# mul_issue_unit

**mul_issue_unit: cell placement**

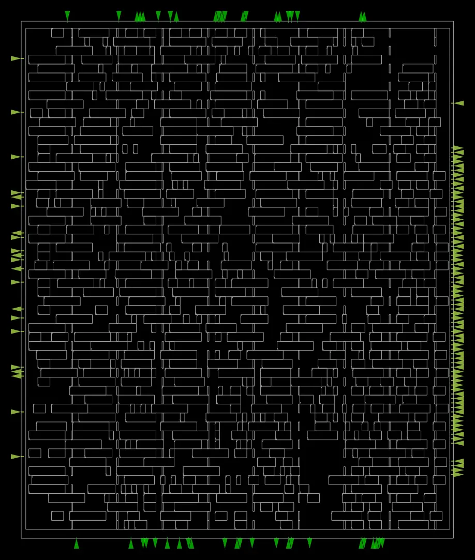
File: src/rtl/mul_pkg.sv
// mul_pkg: shared types for the multiplier issue stage.
// Issue FSM encoding and the operand pair bundle.
package mul_pkg;

  localparam int MUL_W = 16;

  typedef enum logic [1:0] {
    IDLE,
    ISSUE,
    WAIT,
    HOLD
  } issue_state_t;

  typedef struct packed {
    logic [MUL_W-1:0] a;
    logic [MUL_W-1:0] b;
  } operand_pair_t;

endpackage

File: src/rtl/mul_op_fifo.sv
// mul_op_fifo: small synchronous FIFO holding operand entries.
// Caller guarantees push only when !full and pop only when !empty.
module mul_op_fifo #(
  parameter int DW    = 32,
  parameter int DEPTH = 4
) (
  input  logic                     clk,
  input  logic                     rst,
  input  logic                     push,
  input  logic                     pop,
  input  logic [DW-1:0]            wdata,
  output logic [DW-1:0]            rdata,
  output logic                     full,
  output logic                     empty,
  output logic [$clog2(DEPTH):0]   count
);

  localparam int AW = $clog2(DEPTH);

  logic [DW-1:0] mem [DEPTH];
  logic [AW-1:0] wptr;
  logic [AW-1:0] rptr;

  // pointers wrap naturally; count tracks occupancy
  always_ff @(posedge clk or posedge rst) begin
    if (rst) begin
      wptr  <= '0;
      rptr  <= '0;
      count <= '0;
    end else begin
      if (push) wptr <= wptr + 1'b1;
      if (pop)  rptr <= rptr + 1'b1;
      case ({push, pop})
        2'b10:   count <= count + 1'b1;
        2'b01:   count <= count - 1'b1;
        default: count <= count;
      endcase
    end
  end

  // entry storage; slots are only read after being written
  always_ff @(posedge clk) begin
    if (push) mem[wptr] <= wdata;
  end

  assign rdata = mem[rptr];
  assign full  = (count == (AW+1)'(DEPTH));
  assign empty = (count == '0);

endmodule

File: src/rtl/mul_issue_unit.sv
// mul_issue_unit: buffers operand pairs and issues them one at a
// time to a sequential multiplier. Optional tags: MUL_ISSUE_TAG_EN.
module mul_issue_unit
  import mul_pkg::*;
#(
  parameter int WIDTH = MUL_W,
  parameter int DEPTH = 4,
  parameter int TAG_W = 4
) (
  input  logic               clk,
  input  logic               rst,
  input  logic               in_valid,
  output logic               in_ready,
  input  logic [WIDTH-1:0]   in_a,
  input  logic [WIDTH-1:0]   in_b,
`ifdef MUL_ISSUE_TAG_EN
  input  logic [TAG_W-1:0]   in_tag,
  output logic [TAG_W-1:0]   res_tag,
`endif
  output logic               mul_start,
  output logic [WIDTH-1:0]   mul_multiplicand,
  output logic [WIDTH-1:0]   mul_multiplier,
  input  logic               mul_done,
  input  logic [2*WIDTH-1:0] mul_product,
  output logic               res_valid,
  input  logic               res_ready,
  output logic [2*WIDTH-1:0] res_product,
  output logic               busy
);

`ifdef MUL_ISSUE_TAG_EN
  localparam bit TAG_EN = 1'b1;
`else
  localparam bit TAG_EN = 1'b0;
`endif
  localparam int ENTRY_W = 2*WIDTH + (TAG_EN ? TAG_W : 0);

  issue_state_t state;
  issue_state_t state_nxt;

  logic                   push;
  logic                   pop;
  logic                   capture;
  logic                   retire;
  logic                   full;
  logic                   empty;
  logic [$clog2(DEPTH):0] count;
  logic [ENTRY_W-1:0]     wdata;
  logic [ENTRY_W-1:0]     rdata;

`ifdef MUL_ISSUE_TAG_EN
  logic [TAG_W-1:0] op_tag;
  assign wdata = {in_tag, in_a, in_b};
`else
  assign wdata = {in_a, in_b};
`endif

  assign in_ready = !full;
  assign push     = in_valid && !full;
  assign busy     = (state != IDLE) || (count != '0);

  mul_op_fifo #(
    .DW    (ENTRY_W),
    .DEPTH (DEPTH)
  ) u_fifo (
    .clk   (clk),
    .rst   (rst),
    .push  (push),
    .pop   (pop),
    .wdata (wdata),
    .rdata (rdata),
    .full  (full),
    .empty (empty),
    .count (count)
  );

  // state register
  always_ff @(posedge clk or posedge rst) begin
    if (rst) state <= IDLE;
    else     state <= state_nxt;
  end

  // next state plus pop/start/capture/retire strobes
  always_comb begin
    state_nxt = state;
    pop       = 1'b0;
    mul_start = 1'b0;
    capture   = 1'b0;
    retire    = 1'b0;
    case (state)
      IDLE: begin
        if (!empty) begin
          pop       = 1'b1;
          state_nxt = ISSUE;
        end
      end
      ISSUE: begin
        mul_start = 1'b1;
        state_nxt = WAIT;
      end
      WAIT: begin
        if (mul_done) begin
          capture   = 1'b1;
          state_nxt = HOLD;
        end
      end
      HOLD: begin
        if (res_ready) begin
          retire    = 1'b1;
          state_nxt = IDLE;
        end
      end
      default: state_nxt = IDLE;
    endcase
  end

  // operand latch on pop, result capture on done
  always_ff @(posedge clk or posedge rst) begin
    if (rst) begin
      mul_multiplicand <= '0;
      mul_multiplier   <= '0;
      res_product      <= '0;
      res_valid        <= 1'b0;
`ifdef MUL_ISSUE_TAG_EN
      op_tag           <= '0;
      res_tag          <= '0;
`endif
    end else begin
      if (pop) begin
        mul_multiplicand <= rdata[2*WIDTH-1:WIDTH];
        mul_multiplier   <= rdata[WIDTH-1:0];
`ifdef MUL_ISSUE_TAG_EN
        op_tag           <= rdata[ENTRY_W-1:2*WIDTH];
`endif
      end
      if (capture) begin
        res_product <= mul_product;
        res_valid   <= 1'b1;
`ifdef MUL_ISSUE_TAG_EN
        res_tag     <= op_tag;
`endif
      end else if (retire) begin
        res_valid <= 1'b0;
      end
    end
  end

endmodule

File: config.mk
export PLATFORM = sky130hd
export DESIGN_NAME = mul_issue_unit
export DESIGN_NICKNAME = d
export VERILOG_FILES = /design/src/rtl/mul_pkg.sv /design/src/rtl/mul_op_fifo.sv /design/src/rtl/mul_issue_unit.sv
export SDC_FILE = /design/constraint.sdc
export NUM_CORES = 1
export LEC_CHECK = 0
export CAP_MARGIN = 20
export CELL_PAD_IN_SITES_DETAIL_PLACEMENT = 2
export CELL_PAD_IN_SITES_GLOBAL_PLACEMENT = 2
export CORE_ASPECT_RATIO = 1.2
export CORE_UTILIZATION = 38
export DETAILED_ROUTE_END_ITERATION = 10
export GPL_TIMING_DRIVEN = 0
export PLACE_DENSITY_LB_ADDON = 0.2
export RECOVER_POWER = 25
export SLEW_MARGIN = 25
export SYNTH_ARGS = -nofsm -noshare
export SYNTH_HDL_FRONTEND = slang
export SYNTH_SLANG_ARGS = --single-unit
File: constraint.sdc
create_clock -name clk -period 2.5 [get_ports clk]
set_input_delay 0.25 -clock clk [delete_from_list [all_inputs] [get_ports clk]]
set_output_delay 0.25 -clock clk [all_outputs]
set_load 0.02 [all_outputs]
==> results_dict.tcl <==
# implementation run metrics
set metrics [dict create \
    synth-edff-count 128 \
    routedWlPerCell_um 20.4 \
    fin_area_mm2 0.0100 \
    fp_nets 509 \
    met1_usage_pct 21.2 \
    status "finished clean" \
    layout_worst_path_cycle_share_pct 94.4 \
    cp-start-kind "register" \
    reg2reg_slack_ps 140 \
    nClkBuffers 27 \
    critPathBufInv 2 \
    num-multi-input-gates 198 \
    rr_worst_depth 8 \
    drive_gt1_share_pct 20.1 \
    crit_arrival_ps 2720 \
    synth_warnings 0 \
    p_leak_nw 3.86 \
    die_area_mm2 0.0206 \
    power_frac_clock_pct 23.9 \
    cts_resized 1 \
    pg_comb_mw 4.80 \
    synth_flops 202 \
    cts_buffers 21 \
    cts_sinks 202 \
    worstSkewPairLatency_ps 480 \
    routed_via_density 4.91 \
    highest_layer "met5" \
    path_clk_slew_ps 60 \
    met2_usage_pct 32.8 \
]
## Picture notes: 'cell placement' of mul_issue_unit
layout filler cell count: 1790
flip-flops: 202
post-layout util: 51.2%

==> cells in the final DEF, fill, tap and decap left out, drive strengths merged <==
cell type / n
and2: 1
xor2: 2
mux4: 32
nor2: 2
mux2i: 2
ha: 10
a222oi: 1
bufinv: 2
or3b: 1
clkdlybuf4s50: 106
dlygate4sd3: 30
nor3: 1
o31ai: 1
xnor2: 4
mux2: 34
fa: 1
dfrtp: 74
inv: 11
clkbuf: 32
buf: 12
clkinv: 9
nand2: 102
edfxtp: 128
and3: 4

# apb_bridge_arbiter

**apb_bridge_arbiter: clock network drawn from the DEF**

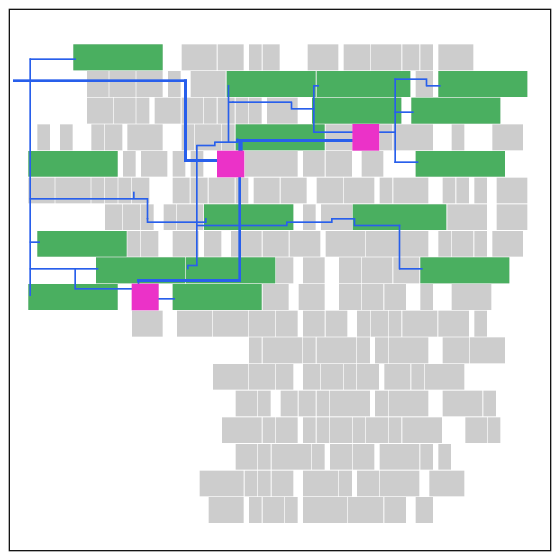
**apb_bridge_arbiter: cell sizes after repair**

Scale bar: 20 µm.
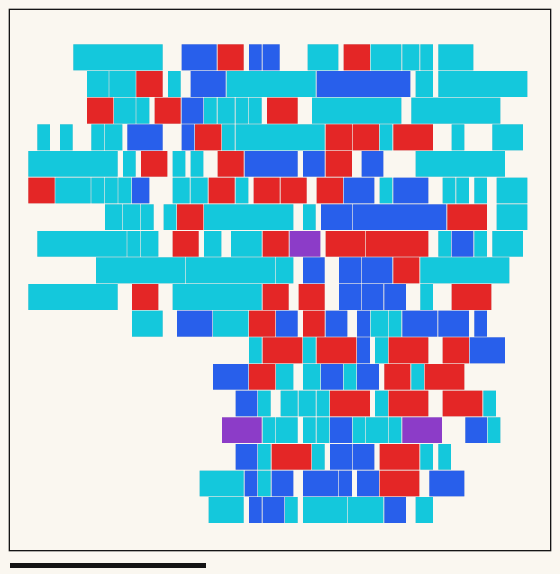
**apb_bridge_arbiter: cell placement**

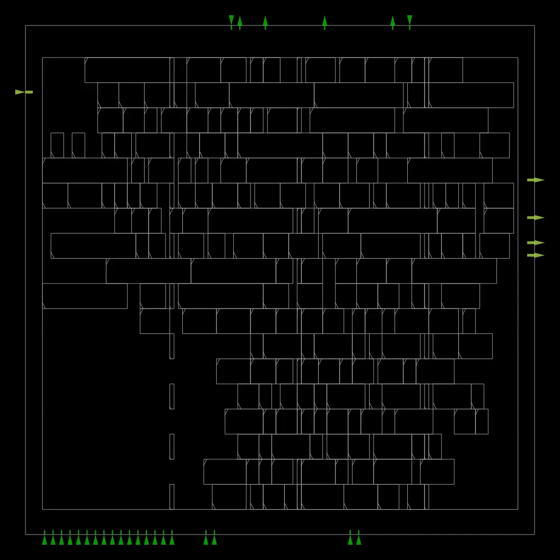
$ cat src/rtl/apb_bridge_arbiter.sv
// Arbiter sharing one APB bridge among NUM_REQ AHB requesters.
// Round-robin, fixed-priority or weighted round-robin, with BUSY timeout.
module apb_bridge_arbiter #(
  parameter int NUM_REQ  = 4,
  parameter int ARB_TYPE = 0,
  parameter int TIMEOUT  = 256,
  localparam int IW = (NUM_REQ > 1) ? $clog2(NUM_REQ) : 1,
  localparam int CW = (TIMEOUT > 1) ? $clog2(TIMEOUT) : 1
) (
  input  logic                 HCLK,
  input  logic                 HRESETn,
  input  logic [NUM_REQ-1:0]   req,
  input  logic                 done,
  input  logic [4*NUM_REQ-1:0] weight_cfg,
  output logic [NUM_REQ-1:0]   grant,
  output logic [IW-1:0]        grant_idx,
  output logic                 busy,
  output logic                 timeout
);

  typedef enum logic {
    IDLE,
    BUSY
  } state_t;

  localparam logic [CW-1:0] CMAX =
    CW'((TIMEOUT > 0) ? TIMEOUT - 1 : 0);

  state_t        state;
  logic [IW-1:0] ptr;
  logic [CW-1:0] cnt;
  logic [3:0]    credit [NUM_REQ];

  logic [IW-1:0] rr_idx;
  logic [IW-1:0] fp_idx;
  logic [IW-1:0] win_idx;
  logic [IW-1:0] jj;
  logic          found;
  logic          hold;
  logic          reload;
  logic [3:0]    wsel;
  logic [3:0]    rld;
  logic          expire;
  logic          release_now;

  // rr_idx searches from ptr+1 and wraps back to ptr itself last
  always_comb begin
    rr_idx = '0;
    fp_idx = '0;
    found  = 1'b0;
    jj     = '0;
    for (int k = 1; k <= NUM_REQ; k++) begin
      jj = IW'((int'(ptr) + k) % NUM_REQ);
      if (!found && req[jj]) begin
        found  = 1'b1;
        rr_idx = jj;
      end
    end
    for (int k = NUM_REQ - 1; k >= 0; k--) begin
      if (req[k]) fp_idx = IW'(k);
    end
  end

  always_comb begin
    hold    = req[ptr] && (credit[ptr] != 4'd0);
    win_idx = rr_idx;
    reload  = 1'b0;
    unique case (1'b1)
      (ARB_TYPE == 1): win_idx = fp_idx;
      (ARB_TYPE == 2): begin
        if (hold) win_idx = ptr;
        else      reload  = 1'b1;
      end
      default: win_idx = rr_idx;
    endcase
    wsel = weight_cfg[4*int'(win_idx) +: 4];
    rld  = (wsel == 4'd0) ? 4'd1 : wsel;
  end

  // done wins over a coinciding timeout
  assign expire = (TIMEOUT != 0) && (state == BUSY) &&
                  (cnt == CMAX) && !done;
  assign release_now = (state == BUSY) && (done || expire);
  assign timeout = expire;
  assign busy    = (state == BUSY);

  always_ff @(posedge HCLK or negedge HRESETn) begin
    if (!HRESETn) begin
      state     <= IDLE;
      grant     <= '0;
      grant_idx <= '0;
      ptr       <= IW'(NUM_REQ - 1);
      cnt       <= '0;
      for (int i = 0; i < NUM_REQ; i++) credit[i] <= 4'd0;
    end else begin
      unique case (state)
        IDLE: begin
          if (|req) begin
            state     <= BUSY;
            grant     <= NUM_REQ'(1) << win_idx;
            grant_idx <= win_idx;
            ptr       <= win_idx;
            cnt       <= '0;
            if (reload) credit[win_idx] <= rld;
          end
        end
        BUSY: begin
          cnt <= cnt + CW'(1);
          if (release_now) begin
            state     <= IDLE;
            grant     <= '0;
            grant_idx <= '0;
            if (ARB_TYPE == 2 && credit[grant_idx] != 4'd0)
              credit[grant_idx] <= credit[grant_idx] - 4'd1;
          end
        end
        default: state <= IDLE;
      endcase
    end
  end

endmodule

$ cat config.mk
export PLATFORM = sky130hd
export DESIGN_NAME = apb_bridge_arbiter
export DESIGN_NICKNAME = d
export VERILOG_FILES = /design/src/rtl/apb_bridge_arbiter.sv
export SDC_FILE = /design/constraint.sdc
export NUM_CORES = 1
export LEC_CHECK = 0
export ABC_AREA = 1
export ABC_CLOCK_PERIOD_IN_PS = 1500
export CAP_MARGIN = 20
export CORE_MARGIN = 1.5
export CORE_UTILIZATION = 43
export CTS_CLUSTER_DIAMETER = 200
export DETAILED_ROUTE_END_ITERATION = 10
export PLACE_DENSITY = 0.85
export SLEW_MARGIN = 40
export SYNTH_ARGS = -nofsm -noshare
export SYNTH_HDL_FRONTEND = slang
export SYNTH_SLANG_ARGS = --single-unit
$ cat constraint.sdc
create_clock -name HCLK -period 1.5 [get_ports HCLK]
set_input_delay 0.3 -clock HCLK [delete_from_list [all_inputs] [get_ports HCLK]]
set_output_delay 0.3 -clock HCLK [all_outputs]
set_load 0.02 [all_outputs]
==> results_dict.tcl <==
# implementation run metrics
set metrics [dict create \
    worst_slack_ps -201 \
    max_freq_mhz 588 \
    setup_viol 9 \
    violations "negative setup slack" \
    p_int_mw 1.54 \
    synth.logic.top_family "simple AND/OR/NAND/NOR gates" \
    reg2reg_slack_ps -200 \
    status "finished with violations" \
    maxCapViolCount 0 \
    cts_buffer_depth 2 \
    xor_share_pct 0.749 \
    rr_worst_depth 9 \
    slowest_delay_ps 670 \
    fin_skew_ps 16.4 \
    regArea_um2 428 \
    cts_tree "built" \
    final-nonclk-buf-share_pct 19.3 \
    critPathBufInv 1 \
    num-multi-input-gates 121 \
    crit_type "reg2reg" \
    p_leak_nw 0.878 \
    ioPinCount 31 \
    die_w_um 55.2 \
    crit_arrival_ps 1960 \
]
About 'clock network drawn from the DEF' of apb_bridge_arbiter:
Key: flip-flops = green [count 17]; clock-net drivers = magenta [count 3]; clock wires = blue [length 233 µm]
There are 4 routed clock nets.

About 'cell sizes after repair' of apb_bridge_arbiter:
Key: x6 and larger = purple [cells 3, share 1.5%]; x3 and x4 = red [cells 44, share 22%]; x1 and smaller = cyan [cells 104, share 52%]; x2 = blue [cells 50, share 25%]
setup ws final: -201 ps
area growth from synthesis to layout: 43.7%
nonclk buf count: 39
post-route design area: 0.00168 mm²

About 'cell placement' of apb_bridge_arbiter:
tapcell count: 30
Final Instance Count excl. Fillers: 231
layout filler cell count: 202
post-layout util: 66.7%

sequential cells by signal, indices dropped and copies added (netlist names):
name       count
busy           1
cnt            8
grant          4
grant_idx      2
ptr            2
per-stage QoR:
| step | TNS (ps) | cells |
|---|---|---|
| CTS | -825 | 229 |
| detailed placement | -3320 | 224 |
| global placement | -3020 | 224 |
| global route | -1930 | 231 |
| finish | -1390 | 231 |
| floorplan | 0 | 163 |
metal layers:
layer	global-route usage, %	up-vias	wire length [µm]
li1	-	592	-
met4	4.88	0	48
met3	5.65	8	126
met1	22.7	576	1220
met2	38.1	34	1730
met5	0	-	0

# mmc_cmd_control_layer_cmd17

<file path="config.mk">
export PLATFORM = sky130hd
export DESIGN_NAME = mmc_cmd_control_layer_cmd17
export DESIGN_NICKNAME = d
export VERILOG_FILES = /design/src/rtl/mmc_cmd_pkg.sv /design/src/rtl/mmc_crc16_byte.sv /design/src/rtl/mmc_cmd_control_layer_cmd17.sv
export SDC_FILE = /design/constraint.sdc
export NUM_CORES = 1
export LEC_CHECK = 0
export ABC_AREA = 1
export CAP_MARGIN = 40
export CORE_MARGIN = 2
export CORE_UTILIZATION = 65
export CTS_CLUSTER_SIZE = 14
export DETAILED_ROUTE_END_ITERATION = 8
export DONT_BUFFER_PORTS = 1
export PLACE_DENSITY = 0.88
export SYNTH_ARGS = -nofsm -noshare
export SYNTH_HDL_FRONTEND = slang
export SYNTH_HIERARCHICAL = 1
export SYNTH_SLANG_ARGS = --single-unit
</file>
<file path="constraint.sdc">
create_clock -name iCLOCK -period 4.7 [get_ports iCLOCK]
set_input_delay 0.47 -clock iCLOCK [delete_from_list [all_inputs] [get_ports iCLOCK]]
set_output_delay 0.47 -clock iCLOCK [all_outputs]
set_load 0.005 [all_outputs]
</file>
<file path="src/rtl/mmc_cmd_pkg.sv">
// Shared constants for the MMC/SD SPI command sequencers: state codes, frame bytes, block size.
package mmc_cmd_pkg;

  localparam logic [3:0] ST_IDLE      = 4'd0;
  localparam logic [3:0] ST_CMD       = 4'd1;
  localparam logic [3:0] ST_RESP_REQ  = 4'd2;
  localparam logic [3:0] ST_RESP_GET  = 4'd3;
  localparam logic [3:0] ST_TOKEN_REQ = 4'd4;
  localparam logic [3:0] ST_TOKEN_GET = 4'd5;
  localparam logic [3:0] ST_DATA_REQ  = 4'd6;
  localparam logic [3:0] ST_DATA_GET  = 4'd7;
  localparam logic [3:0] ST_CRC_REQ   = 4'd8;
  localparam logic [3:0] ST_CRC_GET   = 4'd9;
  localparam logic [3:0] ST_DUMMY_REQ = 4'd10;
  localparam logic [3:0] ST_DUMMY_GET = 4'd11;
  localparam logic [3:0] ST_END       = 4'd12;

  localparam logic [7:0] CMD17_OPCODE = 8'h51;
  localparam logic [7:0] CMD_STOP     = 8'h01;
  localparam logic [7:0] START_TOKEN  = 8'hFE;
  localparam logic [7:0] DUMMY_BYTE   = 8'hFF;
  localparam int         BLOCK_BYTES  = 512;

  // Data error token: upper nibble clear, some error bit set.
  function automatic logic is_err_token(input logic [7:0] b);
    return (b[7:4] == 4'h0) && (b != 8'h00);
  endfunction

endpackage

</file>
<file path="src/rtl/mmc_crc16_byte.sv">
// One-byte step of CRC16-CCITT (poly 0x1021), MSB first, purely combinational.
module mmc_crc16_byte (
  input  logic [15:0] i_crc,
  input  logic [7:0]  i_byte,
  output logic [15:0] o_crc
);

  always_comb begin
    o_crc = i_crc ^ {i_byte, 8'h00};
    for (int b = 0; b < 8; b++)
      o_crc = o_crc[15] ? ((o_crc << 1) ^ 16'h1021) : (o_crc << 1);
  end

endmodule

</file>
<file path="src/rtl/mmc_cmd_control_layer_cmd17.sv">
// CMD17 single-block read sequencer: command frame, R1/token polling, 512-byte capture into a 128x32 buffer.
// Define MMC_CMD17_CRC_CHECK_EN to check the block CRC16 and flag mismatches on oCMD_ERR.
module mmc_cmd_control_layer_cmd17
  import mmc_cmd_pkg::*;
#(
  parameter int P_DATA_BYTES = BLOCK_BYTES
) (
  input  logic        iCLOCK,
  input  logic        inRESET,
  input  logic        iRESET_SYNC,
  input  logic        iCMD_START,
  input  logic [31:0] iCMD_ADDR,
  output logic        oCMD_END,
  output logic        oCMD_ERR,
  output logic        oBUFF_WE,
  output logic [6:0]  oBUFF_ADDR,
  output logic [31:0] oBUFF_DATA,
  output logic        oMMC_REQ,
  input  logic        iMMC_BUSY,
  output logic        oMMC_CS,
  output logic [7:0]  oMMC_DATA,
  input  logic        iMMC_VALID,
  input  logic [7:0]  iMMC_DATA,
  input  logic        iMMC_INFO_MISO
);

  logic [3:0]  r_state, w_next;
  logic [9:0]  r_count;
  logic [31:0] r_addr;
  logic [31:0] r_word;
  logic        r_err;
  logic        w_is_req;
  logic        w_accept;
  logic [31:0] w_word_merged;
  logic        w_crc_bad;
  logic        w_unused;

  assign w_unused = iMMC_INFO_MISO;

  assign w_is_req = (r_state == ST_CMD)      || (r_state == ST_RESP_REQ) ||
                    (r_state == ST_TOKEN_REQ) || (r_state == ST_DATA_REQ) ||
                    (r_state == ST_CRC_REQ)   || (r_state == ST_DUMMY_REQ);
  assign w_accept = w_is_req && !iMMC_BUSY;

`ifdef MMC_CMD17_CRC_CHECK_EN
  logic [15:0] r_crc, w_crc_next;
  logic [7:0]  r_crc_b0;

  mmc_crc16_byte u_crc (
    .i_crc  (r_crc),
    .i_byte (iMMC_DATA),
    .o_crc  (w_crc_next)
  );

  always_ff @(posedge iCLOCK or negedge inRESET) begin
    if (!inRESET) begin
      r_crc    <= '0;
      r_crc_b0 <= '0;
    end else if (iRESET_SYNC) begin
      r_crc    <= '0;
      r_crc_b0 <= '0;
    end else begin
      if (r_state == ST_IDLE && iCMD_START)
        r_crc <= '0;
      else if (r_state == ST_DATA_GET && iMMC_VALID)
        r_crc <= w_crc_next;
      if (r_state == ST_CRC_GET && iMMC_VALID && r_count[0] == 1'b0)
        r_crc_b0 <= iMMC_DATA;
    end
  end

  // First CRC byte received is the high byte.
  assign w_crc_bad = (r_state == ST_CRC_GET) && iMMC_VALID && r_count[0] &&
                     ({r_crc_b0, iMMC_DATA} != r_crc);
`else
  assign w_crc_bad = 1'b0;
`endif

  always_ff @(posedge iCLOCK or negedge inRESET) begin
    if (!inRESET)         r_state <= ST_IDLE;
    else if (iRESET_SYNC) r_state <= ST_IDLE;
    else                  r_state <= w_next;
  end

  always_comb begin
    w_next = r_state;
    case (r_state)
      ST_IDLE:      if (iCMD_START) w_next = ST_CMD;
      // Leave on the sixth accepted byte so no seventh request is issued.
      ST_CMD:       if (r_count >= 10'd6 || (w_accept && r_count == 10'd5)) w_next = ST_RESP_REQ;
      ST_RESP_REQ:  if (w_accept) w_next = ST_RESP_GET;
      ST_RESP_GET:
        if (iMMC_VALID) begin
          if (iMMC_DATA == 8'hFF)      w_next = ST_RESP_REQ;
          else if (iMMC_DATA == 8'h00) w_next = ST_TOKEN_REQ;
          else                         w_next = ST_DUMMY_REQ;
        end
      ST_TOKEN_REQ: if (w_accept) w_next = ST_TOKEN_GET;
      ST_TOKEN_GET:
        if (iMMC_VALID) begin
          if (iMMC_DATA == START_TOKEN)     w_next = ST_DATA_REQ;
          else if (is_err_token(iMMC_DATA)) w_next = ST_DUMMY_REQ;
          else                              w_next = ST_TOKEN_REQ;
        end
      ST_DATA_REQ:  if (w_accept) w_next = ST_DATA_GET;
      ST_DATA_GET:
        if (iMMC_VALID)
          w_next = (r_count == 10'(P_DATA_BYTES - 1)) ? ST_CRC_REQ : ST_DATA_REQ;
      ST_CRC_REQ:   if (w_accept) w_next = ST_CRC_GET;
      ST_CRC_GET:   if (iMMC_VALID) w_next = r_count[0] ? ST_DUMMY_REQ : ST_CRC_REQ;
      ST_DUMMY_REQ: if (w_accept) w_next = ST_DUMMY_GET;
      ST_DUMMY_GET: if (iMMC_VALID) w_next = ST_END;
      ST_END:       w_next = ST_IDLE;
      default:      w_next = ST_IDLE;
    endcase
  end

  always_ff @(posedge iCLOCK or negedge inRESET) begin
    if (!inRESET) begin
      r_count <= '0;
      r_addr  <= '0;
      r_word  <= '0;
      r_err   <= 1'b0;
    end else if (iRESET_SYNC) begin
      r_count <= '0;
      r_addr  <= '0;
      r_word  <= '0;
      r_err   <= 1'b0;
    end else begin
      case (r_state)
        ST_IDLE:
          if (iCMD_START) begin
            r_addr  <= iCMD_ADDR;
            r_count <= '0;
            r_err   <= 1'b0;
          end
        ST_CMD:
          if (w_accept) r_count <= r_count + 10'd1;
        ST_RESP_GET:
          if (iMMC_VALID && iMMC_DATA != 8'hFF && iMMC_DATA != 8'h00) r_err <= 1'b1;
        ST_TOKEN_GET:
          if (iMMC_VALID) begin
            if (iMMC_DATA == START_TOKEN)     r_count <= '0;
            else if (is_err_token(iMMC_DATA)) r_err   <= 1'b1;
          end
        ST_DATA_GET:
          if (iMMC_VALID) begin
            r_word  <= w_word_merged;
            r_count <= (r_count == 10'(P_DATA_BYTES - 1)) ? 10'd0 : r_count + 10'd1;
          end
        ST_CRC_GET:
          if (iMMC_VALID) begin
            r_count <= r_count + 10'd1;
            if (w_crc_bad) r_err <= 1'b1;
          end
        default: ;
      endcase
    end
  end

  // The byte arriving now completes the word, so the write uses the merged value.
  always_comb begin
    w_word_merged = r_word;
    w_word_merged[{r_count[1:0], 3'b000} +: 8] = iMMC_DATA;
  end

  always_comb begin
    oMMC_REQ   = w_accept;
    oMMC_CS    = (r_state == ST_IDLE) || (r_state == ST_END);
    oMMC_DATA  = DUMMY_BYTE;
    if (r_state == ST_CMD) begin
      case (r_count[2:0])
        3'd0:    oMMC_DATA = CMD17_OPCODE;
        3'd1:    oMMC_DATA = r_addr[31:24];
        3'd2:    oMMC_DATA = r_addr[23:16];
        3'd3:    oMMC_DATA = r_addr[15:8];
        3'd4:    oMMC_DATA = r_addr[7:0];
        3'd5:    oMMC_DATA = CMD_STOP;
        default: oMMC_DATA = DUMMY_BYTE;
      endcase
    end
    oBUFF_WE   = (r_state == ST_DATA_GET) && iMMC_VALID && (r_count[1:0] == 2'd3);
    oBUFF_ADDR = r_count[8:2];
    oBUFF_DATA = w_word_merged;
    oCMD_END   = (r_state == ST_END);
    oCMD_ERR   = (r_state == ST_END) && r_err;
  end

endmodule

</file>
**mmc_cmd_control_layer_cmd17: wiring heat map**

Scale bar: 20 µm. 18 x 18 tiles, from dark purple (low) to yellow (high), scaled to the fullest tile. Values are wire area over tile area, all layers added.
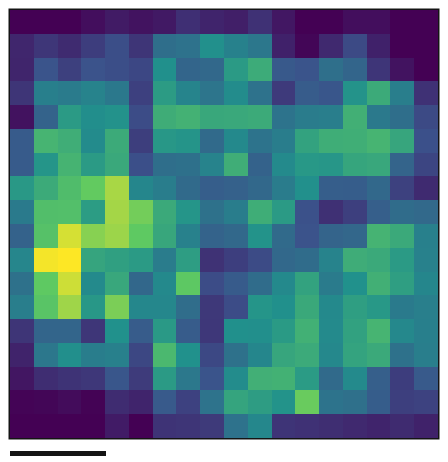
The fullest tile reaches 0.65. 31% of the tiles are over half the peak. The mean over all tiles is 0.25. 5.9% of the tiles are nearly empty. The densest ninth of the die: left middle.

==> results_dict.tcl <==
# implementation run metrics
set metrics [dict create \
    fp-row-count 31 \
    critPathBufInv 4 \
    status "finished clean" \
    synth-seq-area-share_pct 41.6 \
    fin_crit_ps 3130 \
    tns_ps 0 \
    grt_max_degree 80 \
    antenna_found_initial 0 \
    openroad.warnings 31 \
    pg_comb_mw 0.846 \
    holdWs_ps 247 \
    power_mw 2.24 \
    pg_clk_mw 0.531 \
    cts_buffers 9 \
    wl_met2_mm 5.94 \
    fp_nets 702 \
    max_freq_mhz 320 \
    drc 0 \
    use_met3_pct 9.42 \
]
[cell families (layout without fill, tap and decap cells)]
family                   after synthesis  count (layout)  synth area share, %
AND/OR/NAND/NOR                      260             260                 25.1
AND-OR/OR-AND                        157             157                 18.6
buffers and inverters                145             133                 12.7
flip-flops                            79              79                 41.6
adder cells (fa/ha/maj)                6               6                 1.58
XOR/XNOR                               2               2                0.369
[area by class of cell]
class,count,area [µm²]
multi-input cells,425,2170
repair buffers,4,52.6
flip-flops and latches,79,1980
fillers,631,2220
well taps,99,124
clock buffers,9,124
inverters,113,424
clock inverters,7,77.6

# write_back_buffer

**write_back_buffer: clock network drawn from the DEF**

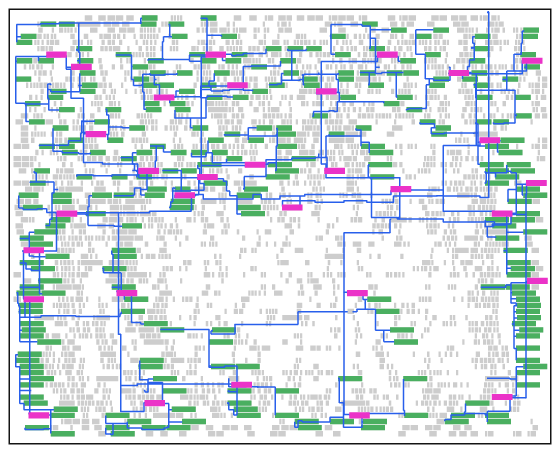
## src/rtl/wb_buffer_pkg.sv

```systemverilog
// Shared types and width helpers for the write-back buffer slice.
// Holds the drain FSM state encoding, the default-width entry record and
// the pointer/count width helpers used by the top and the storage block.
package wb_buffer_pkg;

    localparam int DEF_DATA_WIDTH = 32;
    localparam int DEF_ADDR_WIDTH = 32;
    localparam int DEF_DEPTH      = 4;

    // Drain FSM: IDLE presents nothing, DRAIN presents the head entry.
    typedef enum logic {
        IDLE  = 1'b0,
        DRAIN = 1'b1
    } wb_state_t;

    // One buffered eviction at the default widths.
    typedef struct packed {
        logic                      valid;
        logic [DEF_ADDR_WIDTH-1:0] addr;
        logic [DEF_DATA_WIDTH-1:0] data;
    } wb_entry_t;

    // Head/tail pointers wrap modulo depth, so log2(depth) bits suffice.
    function automatic int ptr_width(input int depth);
        return $clog2(depth);
    endfunction

    // The count must also represent "depth" itself (buffer full).
    function automatic int cnt_width(input int depth);
        return $clog2(depth + 1);
    endfunction

    localparam int DEF_PTR_W = ptr_width(DEF_DEPTH);
    localparam int DEF_CNT_W = cnt_width(DEF_DEPTH);

endpackage

```

## src/rtl/wb_buffer_storage.sv

```systemverilog
// Circular entry store for the write-back buffer.
// Owns the valid bits, head/tail pointers, occupancy count and the full
// flag. Accepts one append (push), one head removal (pop) and one in-place
// data overwrite (coalesce) per cycle; the top guarantees push and
// coalesce are never requested together.
module wb_buffer_storage
    import wb_buffer_pkg::*;
#(
    parameter  int DATA_WIDTH = 32,
    parameter  int ADDR_WIDTH = 32,
    parameter  int DEPTH      = 4,
    localparam int PTR_W      = ptr_width(DEPTH),
    localparam int CNT_W      = cnt_width(DEPTH)
) (
    input  logic                  clk,
    input  logic                  rst,
    input  logic                  push_en,
    input  logic [ADDR_WIDTH-1:0] push_addr,
    input  logic [DATA_WIDTH-1:0] push_data,
    input  logic                  pop_en,
    input  logic                  cw_en,
    input  logic [PTR_W-1:0]      cw_idx,
    input  logic [DATA_WIDTH-1:0] cw_data,
    output logic [DEPTH-1:0]      entry_valid,
    output logic [ADDR_WIDTH-1:0] entry_addr [DEPTH],
    output logic [DATA_WIDTH-1:0] entry_data [DEPTH],
    output logic [PTR_W-1:0]      head,
    output logic [CNT_W-1:0]      count_next,
    output logic                  full
);

    logic [PTR_W-1:0] tail;
    logic [CNT_W-1:0] count;

    // Occupancy after this edge: appends add one, pops remove one.
    assign count_next = count + CNT_W'(push_en) - CNT_W'(pop_en);

    // Control state: pointers, count, full flag and per-entry valid bits.
    always_ff @(posedge clk or posedge rst) begin
        if (rst) begin
            head        <= '0;
            tail        <= '0;
            count       <= '0;
            full        <= 1'b0;
            entry_valid <= '0;
        end else begin
            if (pop_en) begin
                entry_valid[head] <= 1'b0;
                head              <= head + 1'b1;
            end
            // Ordered after the pop so that a push into the slot being
            // vacated this cycle (full buffer, push and pop) leaves it valid.
            if (push_en) begin
                entry_valid[tail] <= 1'b1;
                tail              <= tail + 1'b1;
            end
            count <= count_next;
            full  <= (count_next == CNT_W'(DEPTH));
        end
    end

    // Entry payloads: no reset needed, valid bits gate every consumer.
    always_ff @(posedge clk) begin
        if (push_en) begin
            entry_addr[tail] <= push_addr;
            entry_data[tail] <= push_data;
        end
        if (cw_en) begin
            entry_data[cw_idx] <= cw_data;
        end
    end

endmodule

```

## src/rtl/write_back_buffer.sv

```systemverilog
// Write-back buffer between the data cache eviction port and main memory.
// Buffers evicted words, coalesces repeat evictions of a waiting address,
// drains the oldest entry through a ready/valid handshake and forwards
// buffered data to the cache refill path.
// Optional feature macro: WB_BUFFER_FORWARD_EN enables the refill lookup
// comparators; without it fwd_hit/fwd_data are constant 0.
module write_back_buffer
    import wb_buffer_pkg::*;
#(
    parameter int DATA_WIDTH = 32,
    parameter int ADDR_WIDTH = 32,
    parameter int DEPTH      = 4
) (
    input  logic                  clk,
    input  logic                  rst,
    input  logic                  evict_we,
    input  logic [ADDR_WIDTH-1:0] evict_addr,
    input  logic [DATA_WIDTH-1:0] evict_wd,
    output logic                  full,
    output logic                  overflow,
    input  logic [ADDR_WIDTH-1:0] lookup_addr,
    output logic                  fwd_hit,
    output logic [DATA_WIDTH-1:0] fwd_data,
    output logic                  mem_we,
    output logic [ADDR_WIDTH-1:0] mem_addr,
    output logic [DATA_WIDTH-1:0] mem_wd,
    input  logic                  mem_ready
);

    localparam int PTR_W = ptr_width(DEPTH);
    localparam int CNT_W = cnt_width(DEPTH);

    wb_state_t             state;
    logic [DEPTH-1:0]      entry_valid;
    logic [ADDR_WIDTH-1:0] entry_addr [DEPTH];
    logic [DATA_WIDTH-1:0] entry_data [DEPTH];
    logic [PTR_W-1:0]      head;
    logic [CNT_W-1:0]      count_next;
    logic                  pop;
    logic                  accept;
    logic                  co_match;
    logic [PTR_W-1:0]      co_idx;
    logic                  push_new;
    logic                  co_write;

    // mem_we is the registered FSM state; a handshake pops the head.
    assign mem_we   = (state == DRAIN);
    assign pop      = mem_we && mem_ready;
    // A full buffer can still take a push if a slot frees up this cycle.
    assign accept   = !full || pop;
    assign push_new = evict_we && accept && !co_match;
    assign co_write = evict_we && accept && co_match;

    // Head is only driven while presented so idle outputs read as zero.
    assign mem_addr = mem_we ? entry_addr[head] : '0;
    assign mem_wd   = mem_we ? entry_data[head] : '0;

    // Push-side comparator: find the newest waiting entry with this address,
    // skipping the presented head whose data must not change mid-handshake.
    always_comb begin : coalesce_match
        logic [PTR_W-1:0] idx;
        co_match = 1'b0;
        co_idx   = '0;
        idx      = '0;
        for (int k = 0; k < DEPTH; k++) begin
            idx = head + PTR_W'(k);
            if (entry_valid[idx] && (entry_addr[idx] == evict_addr) &&
                !(mem_we && (idx == head))) begin
                co_match = 1'b1;
                co_idx   = idx;
            end
        end
    end

    wb_buffer_storage #(
        .DATA_WIDTH (DATA_WIDTH),
        .ADDR_WIDTH (ADDR_WIDTH),
        .DEPTH      (DEPTH)
    ) u_storage (
        .clk         (clk),
        .rst         (rst),
        .push_en     (push_new),
        .push_addr   (evict_addr),
        .push_data   (evict_wd),
        .pop_en      (pop),
        .cw_en       (co_write),
        .cw_idx      (co_idx),
        .cw_data     (evict_wd),
        .entry_valid (entry_valid),
        .entry_addr  (entry_addr),
        .entry_data  (entry_data),
        .head        (head),
        .count_next  (count_next),
        .full        (full)
    );

    // Sticky error: an eviction arrived with no room and no slot freeing.
    always_ff @(posedge clk or posedge rst) begin
        if (rst) begin
            overflow <= 1'b0;
        end else if (evict_we && full && !pop) begin
            overflow <= 1'b1;
        end
    end

    // Drain FSM: present the head whenever the buffer will be non-empty.
    always_ff @(posedge clk or posedge rst) begin
        if (rst) begin
            state <= IDLE;
        end else begin
            case (state)
                IDLE:    if (count_next != '0) state <= DRAIN;
                DRAIN:   if (count_next == '0) state <= IDLE;
                default: state <= IDLE;
            endcase
        end
    end

`ifdef WB_BUFFER_FORWARD_EN
    // Refill forwarding over stored entries; newest match (nearest tail) wins.
    always_comb begin : fwd_mux
        logic [PTR_W-1:0] idx;
        fwd_hit  = 1'b0;
        fwd_data = '0;
        idx      = '0;
        for (int k = 0; k < DEPTH; k++) begin
            idx = head + PTR_W'(k);
            if (entry_valid[idx] && (entry_addr[idx] == lookup_addr)) begin
                fwd_hit  = 1'b1;
                fwd_data = entry_data[idx];
            end
        end
    end
`else
    logic unused_lookup;
    assign unused_lookup = ^lookup_addr;
    assign fwd_hit       = 1'b0;
    assign fwd_data      = '0;
`endif

endmodule

```

## config.mk

```make
export PLATFORM = sky130hd
export DESIGN_NAME = write_back_buffer
export DESIGN_NICKNAME = d
export VERILOG_FILES = /design/src/rtl/wb_buffer_pkg.sv /design/src/rtl/wb_buffer_storage.sv /design/src/rtl/write_back_buffer.sv
export SDC_FILE = /design/constraint.sdc
export NUM_CORES = 1
export LEC_CHECK = 0
export ABC_AREA = 1
export CAP_MARGIN = 20
export CORE_ASPECT_RATIO = 0.8
export CORE_UTILIZATION = 40
export DETAILED_ROUTE_END_ITERATION = 12
export GPL_TIMING_DRIVEN = 0
export PLACE_DENSITY = 0.66
export SYNTH_ARGS = -nofsm -noshare
export SYNTH_HDL_FRONTEND = slang
export SYNTH_SLANG_ARGS = --single-unit
```

## constraint.sdc

```tcl
create_clock -name clk -period 4.6 [get_ports clk]
set_input_delay 1.15 -clock clk [delete_from_list [all_inputs] [get_ports clk]]
set_output_delay 1.15 -clock clk [all_outputs]
set_load 0.01 [all_outputs]
```

==> results_dict.tcl <==
# implementation run metrics
set metrics [dict create \
    yosys-stat-area_mm2 0.0182 \
    synth_flops 270 \
    holdWs_ps 470 \
    cp_cell_sequence "buf_6 > inv_4 > buf_12 > clkbuf_8 > clkbuf_16 > ha_4 > buf_8 > clkinv_8 > clkbuf_16 > nand3_1 > nand3_1 > nand2_1 > inv_2 > nand2_1 > nor2_1 > nand2_2 > nor2_4 > nand3_2 > nand2_2 > nor2_4 > nand3_1 > buf_4 > inv_4 > buf_12" \
    post_cts_buffers 14 \
    path_clk_slew_ps 60 \
    max_freq_mhz 221 \
    status "finished clean" \
    fin_area_mm2 0.0227 \
    n_fill_cell 4493 \
    num-multi-input-gates 2324 \
    portBuffers 134 \
    cts_buffer_depth 3 \
    regArea_mm2 0.00676 \
    p_sw_mw 11.0 \
    openroad.warnings 64 \
    n_all_inverters 70 \
    cp_max_fo 19 \
    critPathLaunch "u_storage.head[0]" \
    ys.flop_type "edfxtp_1" \
    r2r_end "u_storage.entry_addr[11]" \
]
## Picture notes: 'clock network drawn from the DEF' of write_back_buffer
Key: clock wires = blue [length 4220 µm]; flip-flops = green [count 270]; clock-net drivers = magenta [count 31]
There are 32 routed clock nets. Position of the flops: all over the die.
Power Clock: 2.71 mW
clock share of power: 13.2%
Setup Skew: 16.4 ps
clk latency late pin: 620 ps

[flip-flops by register name, summed over array words and instances, names as in the netlist]
name / flops
u_storage.full: 1
u_storage.entry_valid: 4
u_storage.entry_addr: 128
u_storage.count: 3
u_storage.tail: 2
overflow: 1
u_storage.head: 2
mem_we: 1
u_storage.entry_data: 128
[critical path, delay by kind of cell, from the launching register on]
family / cells / cell delay [ps]
buf+inv: 12 / 2010
fa+ha+maj: 1 / 270
flops: 1 / 380
simple gates: 11 / 1490

# pdm_decimator

==> src/rtl/pdm_pkg.sv <==
// Shared definitions for the PDM encoder/decoder family.
//   SAMPLE_W   : width of the decoded PCM amplitude
//   CIC_ORDER  : number of integrator/comb stages
//   cic_width(): internal CIC datapath width for a given log2 decimation ratio
package pdm_pkg;

    localparam int unsigned SAMPLE_W  = 10;
    localparam int unsigned CIC_ORDER = 3;

    // Bit growth of an order-N CIC on a 1-bit input is N*log2(R); one extra bit
    // lets full scale (exactly R^N) be represented without wrapping.
    function automatic int unsigned cic_width(input int unsigned decim_log2);
        return CIC_ORDER * decim_log2 + 1;
    endfunction

endpackage

==> src/rtl/pdm_comb.sv <==
// Single CIC comb stage with differential delay 1.
//   clk  : clock
//   rst  : synchronous active-high reset, clears the delay register
//   en   : decimation tick; captures x into the delay register
//   x    : stage input (modulo 2^W)
//   y_c  : combinational stage output, x minus previous captured input
module pdm_comb #(
    parameter int unsigned W = 19
) (
    input  logic         clk,
    input  logic         rst,
    input  logic         en,
    input  logic [W-1:0] x,
    output logic [W-1:0] y_c
);

    logic [W-1:0] dly_q;

    // Delay register, advances at the decimated rate only
    always_ff @(posedge clk) begin
        if (rst) begin
            dly_q <= '0;
        end else if (en) begin
            dly_q <= x;
        end
    end

    // Wrap-around subtraction is intentional: CIC relies on modulo arithmetic
    assign y_c = x - dly_q;

endmodule

==> src/rtl/pdm_decimator.sv <==
// 3rd-order CIC decimator turning a unipolar PDM bitstream into 10-bit PCM.
//   clk     : system clock
//   rst     : synchronous active-high reset
//   din     : PDM bit (1 = +1, 0 = 0)
//   din_en  : qualifies din; one bit consumed per enabled clk
//   sample  : registered unsigned amplitude 0..1023, held between valids
//   valid   : registered one-clk pulse when sample is new
// Optional build macro PDM_DECIM_SETTLE_EN suppresses the first three outputs
// after reset while the CIC transient flushes.
module pdm_decimator
    import pdm_pkg::*;
#(
    parameter int unsigned DECIM_LOG2 = 6
) (
    input  logic                clk,
    input  logic                rst,
    input  logic                din,
    input  logic                din_en,
    output logic [SAMPLE_W-1:0] sample,
    output logic                valid
);

    localparam int unsigned W       = cic_width(DECIM_LOG2);
    localparam int unsigned SHIFT   = CIC_ORDER * DECIM_LOG2 - SAMPLE_W;
    localparam int unsigned SAT_MAX = (1 << SAMPLE_W) - 1;

    logic [W-1:0]          integ1_q, integ2_q, integ3_q;
    logic [W-1:0]          integ1_c, integ2_c, integ3_c;
    logic [DECIM_LOG2-1:0] phase_q;
    logic                  tick_c;
    logic                  publish_c;
    logic [W-1:0]          comb1_c, comb2_c, comb3_c;
    logic [W-1:0]          shifted_c;
    logic [SAMPLE_W-1:0]   sat_c;

    // Integrator cascade: each stage sees the freshly updated value of the one
    // before, so the tick can hand the comb chain the post-update total.
    always_comb begin
        integ1_c = integ1_q + W'(din);
        integ2_c = integ2_q + integ1_c;
        integ3_c = integ3_q + integ2_c;
    end

    assign tick_c = din_en && (phase_q == '1);

    // Integrators and phase counter advance only on enabled PDM bits
    always_ff @(posedge clk) begin
        if (rst) begin
            integ1_q <= '0;
            integ2_q <= '0;
            integ3_q <= '0;
            phase_q  <= '0;
        end else if (din_en) begin
            integ1_q <= integ1_c;
            integ2_q <= integ2_c;
            integ3_q <= integ3_c;
            phase_q  <= phase_q + DECIM_LOG2'(1);
        end
    end

    // Comb chain evaluated combinationally on the tick; delays capture on tick
    pdm_comb #(.W(W)) u_comb1 (.clk(clk), .rst(rst), .en(tick_c), .x(integ3_c), .y_c(comb1_c));
    pdm_comb #(.W(W)) u_comb2 (.clk(clk), .rst(rst), .en(tick_c), .x(comb1_c),  .y_c(comb2_c));
    pdm_comb #(.W(W)) u_comb3 (.clk(clk), .rst(rst), .en(tick_c), .x(comb2_c),  .y_c(comb3_c));

    // Scale to SAMPLE_W bits; only full scale (R^3) exceeds the range
    always_comb begin
        shifted_c = comb3_c >> SHIFT;
        sat_c     = (shifted_c > W'(SAT_MAX)) ? SAMPLE_W'(SAT_MAX) : shifted_c[SAMPLE_W-1:0];
    end

`ifdef PDM_DECIM_SETTLE_EN
    logic [1:0] settle_q;

    // Counts the first three ticks after reset, then saturates
    always_ff @(posedge clk) begin
        if (rst) begin
            settle_q <= '0;
        end else if (tick_c && (settle_q != 2'd3)) begin
            settle_q <= settle_q + 2'd1;
        end
    end

    assign publish_c = tick_c && (settle_q == 2'd3);
`else
    assign publish_c = tick_c;
`endif

    // Registered outputs: valid one clk after the tick, sample held otherwise
    always_ff @(posedge clk) begin
        if (rst) begin
            sample <= '0;
            valid  <= 1'b0;
        end else begin
            valid <= publish_c;
            if (publish_c) begin
                sample <= sat_c;
            end
        end
    end

endmodule
==> config.mk <==
export PLATFORM = sky130hd
export DESIGN_NAME = pdm_decimator
export DESIGN_NICKNAME = d
export VERILOG_FILES = /design/src/rtl/pdm_pkg.sv /design/src/rtl/pdm_comb.sv /design/src/rtl/pdm_decimator.sv
export SDC_FILE = /design/constraint.sdc
export NUM_CORES = 1
export LEC_CHECK = 0
export CAP_MARGIN = 5
export CORE_UTILIZATION = 40
export CTS_BUF_LIST = sky130_fd_sc_hd__clkbuf_4 sky130_fd_sc_hd__clkbuf_8
export DETAILED_ROUTE_END_ITERATION = 6
export DONT_BUFFER_PORTS = 1
export GPL_ROUTABILITY_DRIVEN = 0
export HOLD_SLACK_MARGIN = 0.08
export SKIP_CTS_REPAIR_TIMING = 1
export SYNTH_ARGS = -nofsm -noshare
export SYNTH_HDL_FRONTEND = slang
export SYNTH_SLANG_ARGS = --single-unit
export TNS_END_PERCENT = 20
==> constraint.sdc <==
create_clock -name clk -period 10.75 [get_ports clk]
set_input_delay 2.15 -clock clk [delete_from_list [all_inputs] [get_ports clk]]
set_output_delay 2.15 -clock clk [all_outputs]
set_load 0.02 [all_outputs]
**pdm_decimator: where the registers sit**

Other sequential cells in the stronger grey, the rest of the logic in the fainter grey.
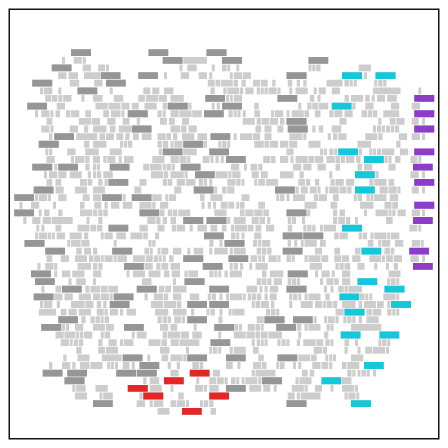
Key: phase_q = red [sequential cells 6, where bottom middle]; u_comb3.dly_q = cyan [sequential cells 19]; sample = purple [sequential cells 10]
sequential logic power: 0.494 mW
register area: 0.00262 mm²
post-layout util: 44.0%
flop share of the area: 27.1%

**pdm_decimator: wiring heat map**

Scale bar: 50 µm. 31 x 31 tiles, from dark purple (low) to yellow (high), scaled to the fullest tile. Values are wire area over tile area, all layers added.
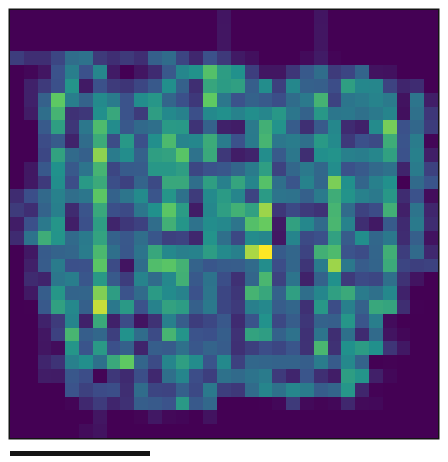
The densest ninth of the die: middle. 25% of the tiles are nearly empty. The mean over all tiles is 0.11. 14% of the tiles are over half the peak. The emptiest ninth of the die: bottom right.

-- flip-flops by register name, indices dropped and copies added (netlist names) --
register       cells
integ1_q          19
integ2_q          19
integ3_q          19
phase_q            6
sample            10
u_comb1.dly_q     19
u_comb2.dly_q     19
u_comb3.dly_q     19
valid              1
-- critical path, delay by kind of cell --
family | cells | cell delay (ps)
compound gates | 20 | 3460
simple gates | 6 | 1500
fa+ha+maj | 7 | 2130
xor+xnor | 5 | 920
-- power breakdown --
part | switching (mW) | leakage (nW) | internal [mW]
combinational | 0.853 | 2.76 | 0.679
clock | 0.208 | 0.199 | 0.201
sequential | 0.00360 | 1.06 | 0.490
==> results_dict.tcl <==
# implementation run metrics
set metrics [dict create \
    fin_skew_ps 14.7 \
    drc 3 \
    core_mm2 0.0220 \
    violations "design-rule violations" \
    drt-met1-wl_mm 8.70 \
    crit_arrival_ps 10120 \
    status "finished with violations" \
    met3_length_um 275 \
    endpoint "sample[2]" \
    synth.logic.top_family "simple AND/OR/NAND/NOR gates" \
    clkCellAreaFrac_pct 3.94 \
    rsz0062_at_grt "false" \
    fp-row-count 54 \
    fa_ha_area_share_pct 13.7 \
    synthArstFlopShare_pct 0 \
    dp_slack_ps 155 \
    ys.flop_type "dfxtp_1" \
    crit_top_cell "a21oi_1" \
]


==> screenshots <==
Wiring heat map.
image #1
Scale bar: 20 µm. 11 x 11 tiles, from dark purple (low) to yellow (high), scaled to the fullest tile. Values are wire area over tile area, all layers added.
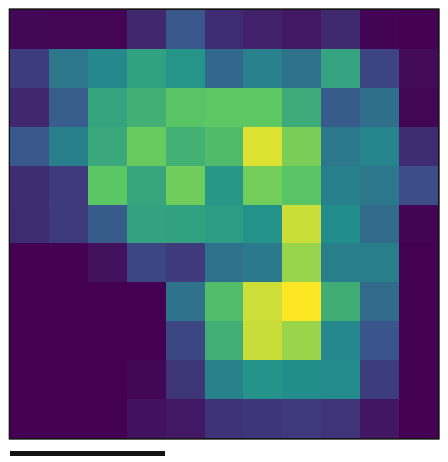
image #2
Scale bar: 50 µm. 26 x 31 tiles, from dark purple (low) to yellow (high), scaled to the fullest tile. Values are wire area over tile area, all layers added.
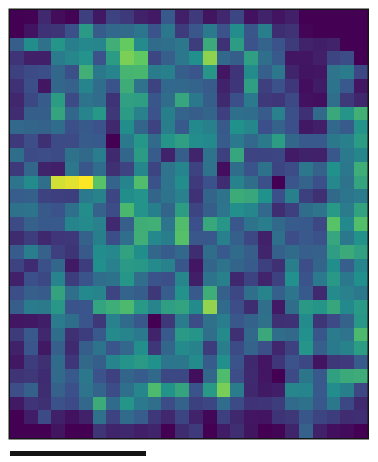
image #3
Scale bar: 50 µm. 24 x 19 tiles, from dark purple (low) to yellow (high), scaled to the fullest tile. Values are wire area over tile area, all layers added.
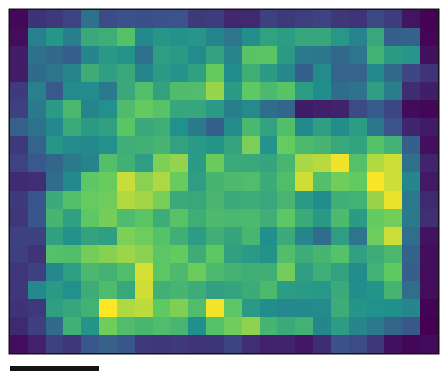
write_back_buffer: image #3
mul_issue_unit: image #2
apb_bridge_arbiter: image #1

Power is estimated from default activity; no workload was simulated.
